# pwr_switch_seq

<file path="config.mk">
export PLATFORM = sky130hd
export DESIGN_NAME = pwr_switch_seq
export DESIGN_NICKNAME = d
export VERILOG_FILES = /design/src/rtl/pwr_ctrl_pkg.sv /design/src/rtl/psw_step_timer.sv /design/src/rtl/pwr_switch_seq.sv
export SDC_FILE = /design/constraint.sdc
export NUM_CORES = 1
export LEC_CHECK = 0
export CORE_UTILIZATION = 59
export CTS_CLUSTER_SIZE = 40
export DETAILED_ROUTE_END_ITERATION = 6
export PLACE_DENSITY = 0.85
export SLEW_MARGIN = 30
export SYNTH_ARGS = -nofsm -noshare
export SYNTH_HDL_FRONTEND = slang
export SYNTH_SLANG_ARGS = --single-unit
</file>
<file path="constraint.sdc">
create_clock -name i_aon_clk -period 4 [get_ports i_aon_clk]
set_input_delay 0.8 -clock i_aon_clk [delete_from_list [all_inputs] [get_ports i_aon_clk]]
set_output_delay 0.8 -clock i_aon_clk [all_outputs]
set_load 0.02 [all_outputs]
</file>
<file path="src/rtl/pwr_ctrl_pkg.sv">
// Shared power-control types: switch sequencer state encoding and small helpers.
package pwr_ctrl_pkg;

    typedef enum logic [1:0] {
        OFF     = 2'd0,
        RAMP_UP = 2'd1,
        ON      = 2'd2,
        RAMP_DN = 2'd3
    } psw_state_t;

    function automatic logic psw_is_ramp(input psw_state_t state);
        return (state == RAMP_UP) || (state == RAMP_DN);
    endfunction

endpackage

</file>
<file path="src/rtl/psw_step_timer.sv">
// Per-step settle counter for the power-switch sequencer.
// With PSW_TIMEOUT_EN defined it also carries the sticky per-step acknowledge watchdog.
module psw_step_timer
    import pwr_ctrl_pkg::*;
#(
    parameter int DLY_W  = 8,
    parameter int TO_CYC = 1023
) (
    input  logic             i_aon_clk,
    input  logic             i_soc_pwr_on_rst,
    input  logic             reload,
    input  logic [DLY_W-1:0] reload_val,
    input  logic             stall,
    output logic             cnt_zero,
    output logic             psw_err
);

    logic [DLY_W-1:0] cnt_r;

    assign cnt_zero = (cnt_r == {DLY_W{1'b0}});

    // Settle down-counter: reload at each step start, otherwise run down to zero and hold
    always_ff @(posedge i_aon_clk) begin
        if (i_soc_pwr_on_rst) begin
            cnt_r <= {DLY_W{1'b0}};
        end else if (reload) begin
            cnt_r <= reload_val;
        end else if (!cnt_zero) begin
            cnt_r <= cnt_r - DLY_W'(1);
        end else begin
            cnt_r <= cnt_r;
        end
    end

`ifdef PSW_TIMEOUT_EN
    localparam int WD_W = $clog2(TO_CYC + 1);
    localparam logic [WD_W-1:0] WD_LAST = WD_W'(TO_CYC - 1);

    logic [WD_W-1:0] wd_cnt_r;
    logic            psw_err_r;

    // Watchdog: counts stalled cycles of the current step; the error flag stays set until reset
    always_ff @(posedge i_aon_clk) begin
        if (i_soc_pwr_on_rst) begin
            wd_cnt_r  <= {WD_W{1'b0}};
            psw_err_r <= 1'b0;
        end else begin
            if (reload) begin
                wd_cnt_r <= {WD_W{1'b0}};
            end else if (stall && (wd_cnt_r != WD_LAST)) begin
                wd_cnt_r <= wd_cnt_r + WD_W'(1);
            end else begin
                wd_cnt_r <= wd_cnt_r;
            end
            if (stall && !reload && (wd_cnt_r == WD_LAST)) begin
                psw_err_r <= 1'b1;
            end else begin
                psw_err_r <= psw_err_r;
            end
        end
    end

    assign psw_err = psw_err_r;
`else
    logic stall_unused_s;

    assign stall_unused_s = stall ^ TO_CYC[0];
    assign psw_err        = 1'b0;
`endif

endmodule

</file>
<file path="src/rtl/pwr_switch_seq.sv">
// Staggered power-switch segment sequencer: thermometer enable ramp up/down with reversal support.
// Optional watchdog error output enabled by defining PSW_TIMEOUT_EN.
module pwr_switch_seq
    import pwr_ctrl_pkg::*;
#(
    parameter int N_SEG  = 4,
    parameter int DLY_W  = 8,
    parameter int TO_CYC = 1023
) (
    input  logic             i_aon_clk,
    input  logic             i_soc_pwr_on_rst,
    input  logic             i_pwr_on_req,
    input  logic [DLY_W-1:0] i_seg_dly,
    input  logic [N_SEG-1:0] i_seg_ack,
    output logic [N_SEG-1:0] o_seg_en,
    output logic             o_pwr_on_ack,
    output logic             o_busy,
    output logic             o_psw_err
);

    localparam int IDX_W = $clog2(N_SEG);
    localparam logic [IDX_W-1:0] IDX_FIRST = {IDX_W{1'b0}};
    localparam logic [IDX_W-1:0] IDX_LAST  = IDX_W'(N_SEG - 1);

    psw_state_t       state_r;
    logic [IDX_W-1:0] idx_r;
    logic [N_SEG-1:0] seg_en_r;
    logic             pwr_on_ack_r;
    logic             busy_r;

    logic [IDX_W-1:0] idx_inc_s;
    logic [IDX_W-1:0] idx_dec_s;
    logic             cnt_zero_s;
    logic             ack_sel_s;
    logic             up_done_s;
    logic             dn_done_s;
    logic             reload_s;
    logic             stall_s;
    logic             psw_err_s;

    assign idx_inc_s = idx_r + IDX_W'(1);
    assign idx_dec_s = idx_r - IDX_W'(1);
    assign ack_sel_s = i_seg_ack[idx_r];
    assign up_done_s = cnt_zero_s & ack_sel_s;
    assign dn_done_s = cnt_zero_s & ~ack_sel_s;

    // Reload the settle counter whenever a new step starts; flag a stall when settled but unacknowledged
    always_comb begin
        reload_s = 1'b0;
        stall_s  = 1'b0;
        case (state_r)
            OFF: begin
                reload_s = i_pwr_on_req;
            end
            RAMP_UP: begin
                if (!i_pwr_on_req) begin
                    reload_s = 1'b1;
                end else if (up_done_s) begin
                    reload_s = (idx_r != IDX_LAST);
                end else begin
                    stall_s = cnt_zero_s;
                end
            end
            ON: begin
                reload_s = ~i_pwr_on_req;
            end
            RAMP_DN: begin
                if (i_pwr_on_req) begin
                    reload_s = 1'b1;
                end else if (dn_done_s) begin
                    reload_s = (idx_r != IDX_FIRST);
                end else begin
                    stall_s = cnt_zero_s;
                end
            end
            default: begin
                reload_s = 1'b0;
                stall_s  = 1'b0;
            end
        endcase
    end

    psw_step_timer #(
        .DLY_W  (DLY_W),
        .TO_CYC (TO_CYC)
    ) u_step_timer (
        .i_aon_clk        (i_aon_clk),
        .i_soc_pwr_on_rst (i_soc_pwr_on_rst),
        .reload           (reload_s),
        .reload_val       (i_seg_dly),
        .stall            (stall_s),
        .cnt_zero         (cnt_zero_s),
        .psw_err          (psw_err_s)
    );

    // Sequencer FSM; a request change outranks step completion so reversal is immediate
    always_ff @(posedge i_aon_clk) begin
        if (i_soc_pwr_on_rst) begin
            state_r      <= OFF;
            idx_r        <= IDX_FIRST;
            seg_en_r     <= {N_SEG{1'b0}};
            pwr_on_ack_r <= 1'b0;
            busy_r       <= 1'b0;
        end else begin
            case (state_r)
                OFF: begin
                    if (i_pwr_on_req) begin
                        state_r     <= RAMP_UP;
                        idx_r       <= IDX_FIRST;
                        seg_en_r[0] <= 1'b1;
                        busy_r      <= 1'b1;
                    end
                end
                RAMP_UP: begin
                    if (!i_pwr_on_req) begin
                        state_r         <= RAMP_DN;
                        seg_en_r[idx_r] <= 1'b0;
                    end else if (up_done_s) begin
                        if (idx_r != IDX_LAST) begin
                            idx_r               <= idx_inc_s;
                            seg_en_r[idx_inc_s] <= 1'b1;
                        end else begin
                            state_r      <= ON;
                            pwr_on_ack_r <= 1'b1;
                            busy_r       <= 1'b0;
                        end
                    end
                end
                ON: begin
                    // Segments are deliberately not re-checked while fully on
                    if (!i_pwr_on_req) begin
                        state_r            <= RAMP_DN;
                        idx_r              <= IDX_LAST;
                        seg_en_r[IDX_LAST] <= 1'b0;
                        pwr_on_ack_r       <= 1'b0;
                        busy_r             <= 1'b1;
                    end
                end
                RAMP_DN: begin
                    if (i_pwr_on_req) begin
                        state_r         <= RAMP_UP;
                        seg_en_r[idx_r] <= 1'b1;
                    end else if (dn_done_s) begin
                        if (idx_r != IDX_FIRST) begin
                            idx_r               <= idx_dec_s;
                            seg_en_r[idx_dec_s] <= 1'b0;
                        end else begin
                            state_r <= OFF;
                            busy_r  <= psw_is_ramp(OFF);
                        end
                    end
                end
                default: begin
                    state_r      <= OFF;
                    idx_r        <= IDX_FIRST;
                    seg_en_r     <= {N_SEG{1'b0}};
                    pwr_on_ack_r <= 1'b0;
                    busy_r       <= 1'b0;
                end
            endcase
        end
    end

    assign o_seg_en     = seg_en_r;
    assign o_pwr_on_ack = pwr_on_ack_r;
    assign o_busy       = busy_r;
    assign o_psw_err    = psw_err_s;

endmodule

</file>
# seq_det_ctrl_flat

===== config.mk =====
export PLATFORM = sky130hd
export DESIGN_NAME = seq_det_ctrl_flat
export DESIGN_NICKNAME = d
export VERILOG_FILES = /design/src/rtl/seq_det_ctrl_pkg.sv /design/src/rtl/seq_det_ctrl_if.sv /design/src/rtl/seq_det_shift.sv /design/src/rtl/seq_det_ctrl.sv /design/src/flat_wrapper.sv
export SDC_FILE = /design/constraint.sdc
export NUM_CORES = 1
export LEC_CHECK = 0
export ABC_AREA = 1
export CORE_ASPECT_RATIO = 1.4
export CORE_UTILIZATION = 35
export DETAILED_ROUTE_END_ITERATION = 6
export GPL_TIMING_DRIVEN = 0
export SYNTH_ARGS = -nofsm -noshare
export SYNTH_HDL_FRONTEND = slang
export SYNTH_SLANG_ARGS = --single-unit

===== constraint.sdc =====
create_clock -name clk -period 4.6 [get_ports clk]
set_clock_uncertainty 0.05 [all_clocks]
set_input_delay 0.92 -clock clk [delete_from_list [all_inputs] [get_ports clk]]
set_output_delay 0.92 -clock clk [all_outputs]
set_load 0.05 [all_outputs]

===== src/rtl/seq_det_ctrl_pkg.sv =====
// Shared types and default widths for the serial pattern detector controller.
package seq_det_ctrl_pkg;

  localparam int PAT_W_DEF = 4;
  localparam int CNT_W_DEF = 8;
  localparam int TMO_W_DEF = 16;

  typedef enum logic [1:0] {
    ST_IDLE   = 2'b00,
    ST_HUNT   = 2'b01,
    ST_REPORT = 2'b10
  } state_t;

  typedef enum logic [1:0] {
    STAT_DONE    = 2'b00,
    STAT_TIMEOUT = 2'b01,
    STAT_ABORTED = 2'b10
  } status_t;

endpackage


===== src/rtl/seq_det_ctrl_if.sv =====
// Command / serial / result bundle for seq_det_ctrl.
// Optional macro SEQ_DET_CTRL_MASK_EN adds cfg_mask (don't-care bits in the compare).
//
// Handshake rule for both cfg_* and res_*: a transfer happens on a rising edge
// where valid && ready are both high; the source holds its payload stable
// while valid is high and ready is low, and ready never depends on valid.
interface seq_det_ctrl_if
  import seq_det_ctrl_pkg::*;
#(
  parameter int PAT_W = PAT_W_DEF,
  parameter int CNT_W = CNT_W_DEF,
  parameter int TMO_W = TMO_W_DEF
);
  logic             cfg_valid;
  logic             cfg_ready;
  logic [PAT_W-1:0] cfg_pattern;
  logic [CNT_W-1:0] cfg_count;
  logic [TMO_W-1:0] cfg_timeout;
`ifdef SEQ_DET_CTRL_MASK_EN
  logic [PAT_W-1:0] cfg_mask;
`endif
  logic             abort;
  logic             bit_valid;
  logic             bit_in;
  logic             det_pulse;
  logic             res_valid;
  logic             res_ready;
  logic [1:0]       res_status;
  logic [CNT_W-1:0] res_matches;
  logic             busy;

  modport master (
    output cfg_valid, cfg_pattern, cfg_count, cfg_timeout,
`ifdef SEQ_DET_CTRL_MASK_EN
    output cfg_mask,
`endif
    output abort, bit_valid, bit_in, res_ready,
    input  cfg_ready, det_pulse, res_valid, res_status, res_matches, busy
  );

  modport slave (
    input  cfg_valid, cfg_pattern, cfg_count, cfg_timeout,
`ifdef SEQ_DET_CTRL_MASK_EN
    input  cfg_mask,
`endif
    input  abort, bit_valid, bit_in, res_ready,
    output cfg_ready, det_pulse, res_valid, res_status, res_matches, busy
  );

endinterface


===== src/rtl/seq_det_shift.sv =====
// Shift register, fill counter and comparator for the serial matcher.
// Newest bit enters at the LSB, so the MSB of the window is the oldest bit.
// Optional macro SEQ_DET_CTRL_MASK_EN makes mask=0 bits don't-care.
module seq_det_shift #(
  parameter int PAT_W = 4
) (
  input  logic             clk,
  input  logic             rst,
  input  logic             clear,
  input  logic             shift_en,
  input  logic             bit_in,
  input  logic [PAT_W-1:0] pattern,
`ifdef SEQ_DET_CTRL_MASK_EN
  input  logic [PAT_W-1:0] mask,
`endif
  output logic             match
);
  localparam int FILL_W = $clog2(PAT_W + 1);

  logic [PAT_W-1:0]  sr;
  logic [PAT_W-1:0]  sr_next;
  logic [FILL_W-1:0] fill;
  logic [FILL_W-1:0] fill_next;
  logic              eq;

  assign sr_next   = {sr[PAT_W-2:0], bit_in};
  assign fill_next = (fill == FILL_W'(PAT_W)) ? fill : fill + FILL_W'(1);

`ifdef SEQ_DET_CTRL_MASK_EN
  assign eq = ((sr_next ^ pattern) & mask) == '0;
`else
  assign eq = (sr_next == pattern);
`endif

  // A match needs a full window after this shift, so early bits cannot fake one.
  assign match = shift_en && (fill_next == FILL_W'(PAT_W)) && eq;

  // Window and fill count advance only on qualified bits; clear starts a new command.
  always_ff @(posedge clk) begin
    if (rst || clear) begin
      sr   <= '0;
      fill <= '0;
    end else if (shift_en) begin
      sr   <= sr_next;
      fill <= fill_next;
    end
  end

endmodule


===== src/rtl/seq_det_ctrl.sv =====
// Run-time controller for the serial pattern detector: accepts a command,
// hunts for overlapping matches, and returns one result record per command.
// Optional macro SEQ_DET_CTRL_MASK_EN latches a per-bit compare mask.
module seq_det_ctrl
  import seq_det_ctrl_pkg::*;
#(
  parameter int PAT_W = PAT_W_DEF,
  parameter int CNT_W = CNT_W_DEF,
  parameter int TMO_W = TMO_W_DEF
) (
  input  logic          clk,
  input  logic          rst,
  seq_det_ctrl_if.slave bus,
  output state_t        fsm_state
);
  state_t           state;
  logic [PAT_W-1:0] pattern_q;
`ifdef SEQ_DET_CTRL_MASK_EN
  logic [PAT_W-1:0] mask_q;
`endif
  logic [CNT_W-1:0] target_q;
  logic [TMO_W-1:0] timeout_q;
  logic [CNT_W-1:0] match_cnt;
  logic [CNT_W-1:0] cnt_next;
  logic [TMO_W-1:0] timer;
  logic             cfg_ready_r;
  logic             det_r;
  logic             res_valid_r;
  logic             busy_r;
  status_t          status_r;
  logic [CNT_W-1:0] matches_r;
  logic             accept;
  logic             shift_en;
  logic             match;
  logic             expire;

  assign accept   = (state == ST_IDLE) && bus.cfg_valid;
  assign shift_en = (state == ST_HUNT) && bus.bit_valid;
  assign expire   = (timeout_q != '0) && ((timer + TMO_W'(1)) == timeout_q);

  seq_det_shift #(.PAT_W(PAT_W)) u_shift (
    .clk      (clk),
    .rst      (rst),
    .clear    (accept),
    .shift_en (shift_en),
    .bit_in   (bus.bit_in),
    .pattern  (pattern_q),
`ifdef SEQ_DET_CTRL_MASK_EN
    .mask     (mask_q),
`endif
    .match    (match)
  );

  // Saturating match count including a match completed this cycle.
  always_comb begin
    cnt_next = match_cnt;
    if (match && (match_cnt != '1)) cnt_next = match_cnt + CNT_W'(1);
  end

  // Controller FSM with registered handshake, pulse and result outputs.
  always_ff @(posedge clk) begin
    if (rst) begin
      state       <= ST_IDLE;
      pattern_q   <= '0;
`ifdef SEQ_DET_CTRL_MASK_EN
      mask_q      <= '0;
`endif
      target_q    <= '0;
      timeout_q   <= '0;
      match_cnt   <= '0;
      timer       <= '0;
      cfg_ready_r <= 1'b1;
      det_r       <= 1'b0;
      res_valid_r <= 1'b0;
      busy_r      <= 1'b0;
      status_r    <= STAT_DONE;
      matches_r   <= '0;
    end else begin
      det_r <= 1'b0;
      case (state)
        ST_IDLE: begin
          if (accept) begin
            pattern_q   <= bus.cfg_pattern;
`ifdef SEQ_DET_CTRL_MASK_EN
            mask_q      <= bus.cfg_mask;
`endif
            target_q    <= (bus.cfg_count == '0) ? CNT_W'(1) : bus.cfg_count;
            timeout_q   <= bus.cfg_timeout;
            match_cnt   <= '0;
            timer       <= '0;
            cfg_ready_r <= 1'b0;
            busy_r      <= 1'b1;
            state       <= ST_HUNT;
          end
        end
        ST_HUNT: begin
          if (bus.abort) begin
            // Abort wins over everything; a match completing now is dropped.
            status_r    <= STAT_ABORTED;
            matches_r   <= match_cnt;
            res_valid_r <= 1'b1;
            state       <= ST_REPORT;
          end else begin
            det_r     <= match;
            match_cnt <= cnt_next;
            timer     <= timer + TMO_W'(1);
            if (cnt_next == target_q) begin
              status_r    <= STAT_DONE;
              matches_r   <= cnt_next;
              res_valid_r <= 1'b1;
              state       <= ST_REPORT;
            end else if (expire) begin
              status_r    <= STAT_TIMEOUT;
              matches_r   <= cnt_next;
              res_valid_r <= 1'b1;
              state       <= ST_REPORT;
            end
          end
        end
        ST_REPORT: begin
          if (bus.res_ready) begin
            res_valid_r <= 1'b0;
            cfg_ready_r <= 1'b1;
            busy_r      <= 1'b0;
            state       <= ST_IDLE;
          end
        end
        default: state <= ST_IDLE;
      endcase
    end
  end

  assign bus.cfg_ready   = cfg_ready_r;
  assign bus.det_pulse   = det_r;
  assign bus.res_valid   = res_valid_r;
  assign bus.res_status  = status_r;
  assign bus.res_matches = matches_r;
  assign bus.busy        = busy_r;
  assign fsm_state       = state;

endmodule


===== src/flat_wrapper.sv =====
// flat-port wrapper written by rule: the top's interface ports become plain ports
module seq_det_ctrl_flat import seq_det_ctrl_pkg::*;
#(
  parameter int PAT_W = PAT_W_DEF,
  parameter int CNT_W = CNT_W_DEF,
  parameter int TMO_W = TMO_W_DEF
)
  (clk, rst, fsm_state, bus_cfg_valid, bus_cfg_pattern, bus_cfg_count, bus_cfg_timeout, bus_abort, bus_bit_valid, bus_bit_in, bus_res_ready, bus_cfg_ready, bus_det_pulse, bus_res_valid, bus_res_status, bus_res_matches, bus_busy);
  seq_det_ctrl_if #(.PAT_W(PAT_W), .CNT_W(CNT_W), .TMO_W(TMO_W)) bus_i ();
  input  logic clk;
  input  logic rst;
  output state_t fsm_state;
  input wire logic [$bits(bus_i.cfg_valid)-1:0] bus_cfg_valid;
  input wire logic [$bits(bus_i.cfg_pattern)-1:0] bus_cfg_pattern;
  input wire logic [$bits(bus_i.cfg_count)-1:0] bus_cfg_count;
  input wire logic [$bits(bus_i.cfg_timeout)-1:0] bus_cfg_timeout;
  input wire logic [$bits(bus_i.abort)-1:0] bus_abort;
  input wire logic [$bits(bus_i.bit_valid)-1:0] bus_bit_valid;
  input wire logic [$bits(bus_i.bit_in)-1:0] bus_bit_in;
  input wire logic [$bits(bus_i.res_ready)-1:0] bus_res_ready;
  output wire logic [$bits(bus_i.cfg_ready)-1:0] bus_cfg_ready;
  output wire logic [$bits(bus_i.det_pulse)-1:0] bus_det_pulse;
  output wire logic [$bits(bus_i.res_valid)-1:0] bus_res_valid;
  output wire logic [$bits(bus_i.res_status)-1:0] bus_res_status;
  output wire logic [$bits(bus_i.res_matches)-1:0] bus_res_matches;
  output wire logic [$bits(bus_i.busy)-1:0] bus_busy;
  assign bus_i.cfg_valid = bus_cfg_valid;
  assign bus_i.cfg_pattern = bus_cfg_pattern;
  assign bus_i.cfg_count = bus_cfg_count;
  assign bus_i.cfg_timeout = bus_cfg_timeout;
  assign bus_i.abort = bus_abort;
  assign bus_i.bit_valid = bus_bit_valid;
  assign bus_i.bit_in = bus_bit_in;
  assign bus_i.res_ready = bus_res_ready;
  assign bus_cfg_ready = bus_i.cfg_ready;
  assign bus_det_pulse = bus_i.det_pulse;
  assign bus_res_valid = bus_i.res_valid;
  assign bus_res_status = bus_i.res_status;
  assign bus_res_matches = bus_i.res_matches;
  assign bus_busy = bus_i.busy;
  seq_det_ctrl #(.PAT_W(PAT_W), .CNT_W(CNT_W), .TMO_W(TMO_W)) u_core (.clk(clk), .rst(rst), .bus(bus_i), .fsm_state(fsm_state));
endmodule

seq_det_ctrl_flat, routed metal, one colour a layer:
Drawn at 4 px/um.
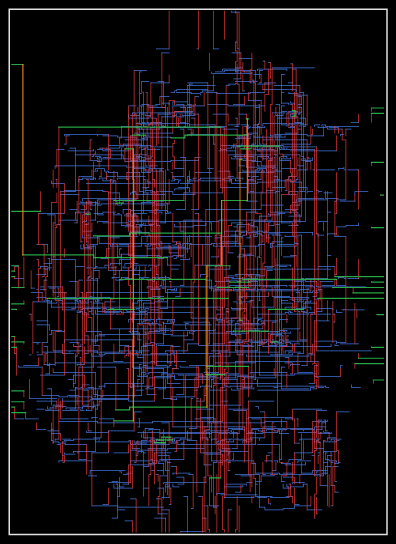
metal 3: drawn in green, wire length 487 um. metal 4: drawn in orange, wire length 228 um. metal 1: drawn in blue, wire length 4,590 um. metal 2: drawn in red, wire length 5,760 um.
Wirelength per Cell: 13.1 um
WL final: 11.1 mm
GRT Resource Usage Total: 0.198
Vias: 4,136

==> GITHUB_STEP_SUMMARY, seq_det_ctrl_flat <==
### Metrics collected by this job

| Metric | Value |
|---|---|
| XOR Share, Synth | `0.0286` |
| Fin. max-slew vios | `0` |
| Reg2reg setup slack | `1.62 ns` |
| Antenna viol nets, final | `0` |
| Slew @ Worst Pin | `0.677 ns` |
| Top cells by count, synth | `nand2_1 (165), inv_1 (76), dfxtp_1 (74)` |
| Tap Count | `144` |
| Net count reported at finish | `739` |
| Sequential power share | `0.425` |
| Port buffer count | `50` |
| Status | `finished clean` |
| Min Tclk post-route | `3.20 ns` |
| Reg clk slew, reported paths | `0.05 ns` |
| Mapped Area | `4160 sq um` |
| WHS Path Cells | `2` |
| GPL Wtd Cong | `0.892` |
==> seq_det_ctrl_flat: through the flow <==
stage,util,total power [W],instance area (sq um)
floorplan,-,0.000954,4160
global placement,0.422,0.00107,4840
global route,0.445,0.00180,5100
CTS,0.445,0.00171,5100
detailed placement,0.422,0.00108,4840
finish,0.445,0.00169,5100
==> seq_det_ctrl_flat: per-layer routing <==
layer  vias up  track usage
met5         -            0
li1       2164            -
met3        15       0.0382
met1      1870        0.226
met2        87        0.365
met4         0       0.0715
pwr_switch_seq, clock network drawn from the DEF:
Drawn at 8 px/um.
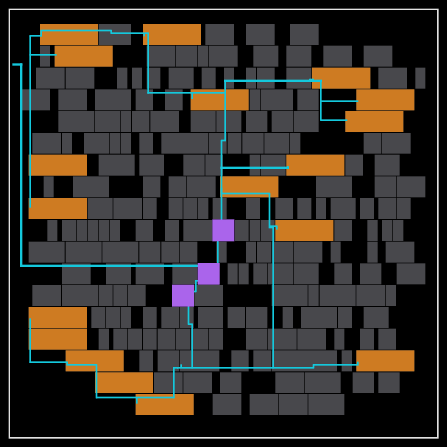
clock wires: drawn in cyan, length 267 um. flip-flops: drawn in orange, count 18. clock drivers: drawn in purple, count 3.
There are 4 routed clock nets.

==> GITHUB_STEP_SUMMARY, pwr_switch_seq <==
### Metrics collected by this job

| Metric | Value |
|---|---|
| Status | `finished clean` |
| Ports | `22` |
| Min-Delay Path Class | `register to register` |
| Min Tclk post-route | `2.84 ns` |
| Setup tns final | `0 ns` |
| Simple-Gate Area Share | `0.219` |
| Final design utilization | `0.722` |
| Clk pwr share | `0.090` |
| Most frequent cells in the layout | `clkdlybuf4s50_1 (20), dfxtp_1 (18), nor2_1 (15), a21oi_1 (15), ha_1 (14)` |
| Starting DRT DRC Count | `49` |
| Post-synth area from yosys stat | `1560 sq um` |
| CP max-delay cell | `o311ai_2` |
| ClkCell Share | `0.0203` |
| Yosys top cell by instances | `dfxtp_1` |
| Share of cells above drive strength 1 | `0.0769` |
-- pwr_switch_seq: state kept, by name (all words and copies together), names as in the netlist --
name	cells
idx_r	2
o_busy	1
o_pwr_on_ack	1
o_seg_en	4
state_r	2
u_step_timer.cnt_r	8
-- pwr_switch_seq: per-layer routing --
layer	vias to the layer above	track usage	part of all wire
li1	726	-	-
met1	704	0.349	0.41
met2	57	0.498	0.50
met3	8	0.0374	0.067
met4	0	0.123	0.020
met5	-	0	0

==> notes/layouts.md <==
Pictures saved along the way, in no particular order.

Cells coloured by class.
(a)
Drawn at 10 px/um. Fill, decap, tap and diode cells in grey.
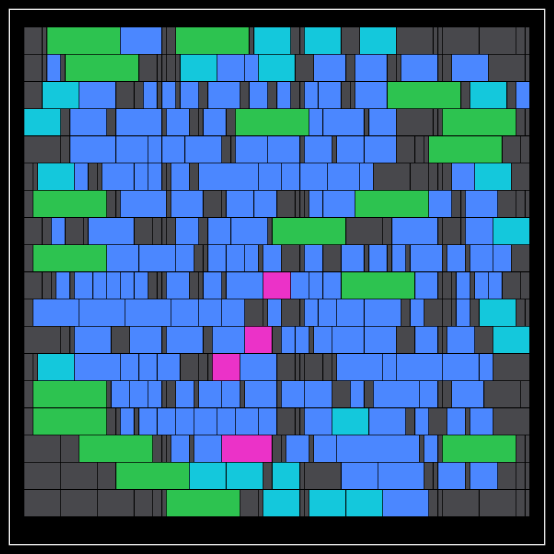
(b)
Drawn at 4 px/um. Fill, decap, tap and diode cells in grey.
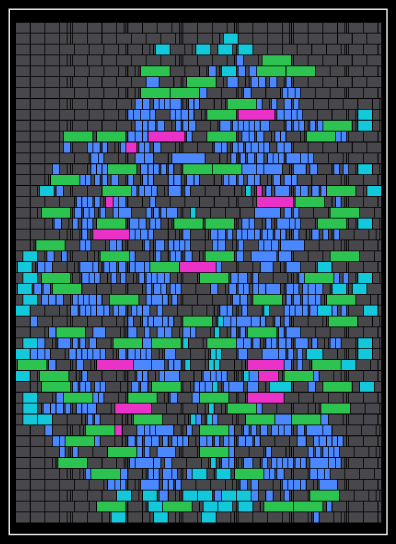
Of these, largest die: (b)
Of these, highest utilization: (a)
(a) comes from pwr_switch_seq.
(b) comes from seq_det_ctrl_flat.

Key to (a):
clock drivers and dummy loads: drawn in magenta, cells 4, share of their area 2.1%. sequential cells: drawn in green, cells 18, share of their area 21%. combinational and other logic: drawn in blue, cells 165, share of their area 65%. remaining buffers and delay cells: drawn in cyan, cells 21, share of their area 12%.



==> gallery <==
Track usage over the die.
Plate I
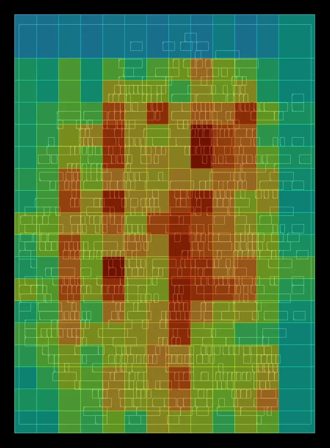
Plate II
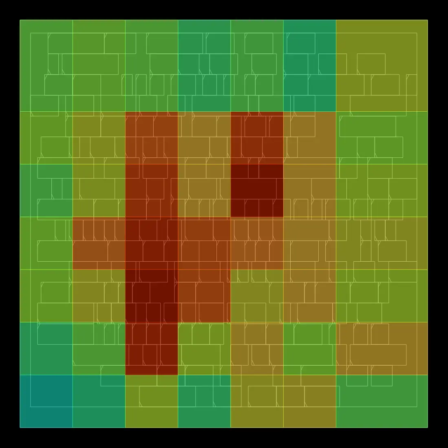
The one with the highest track usage is Plate II.
Plate I -> seq_det_ctrl_flat
Plate II -> pwr_switch_seq

Power is estimated from default activity; no workload was simulated.
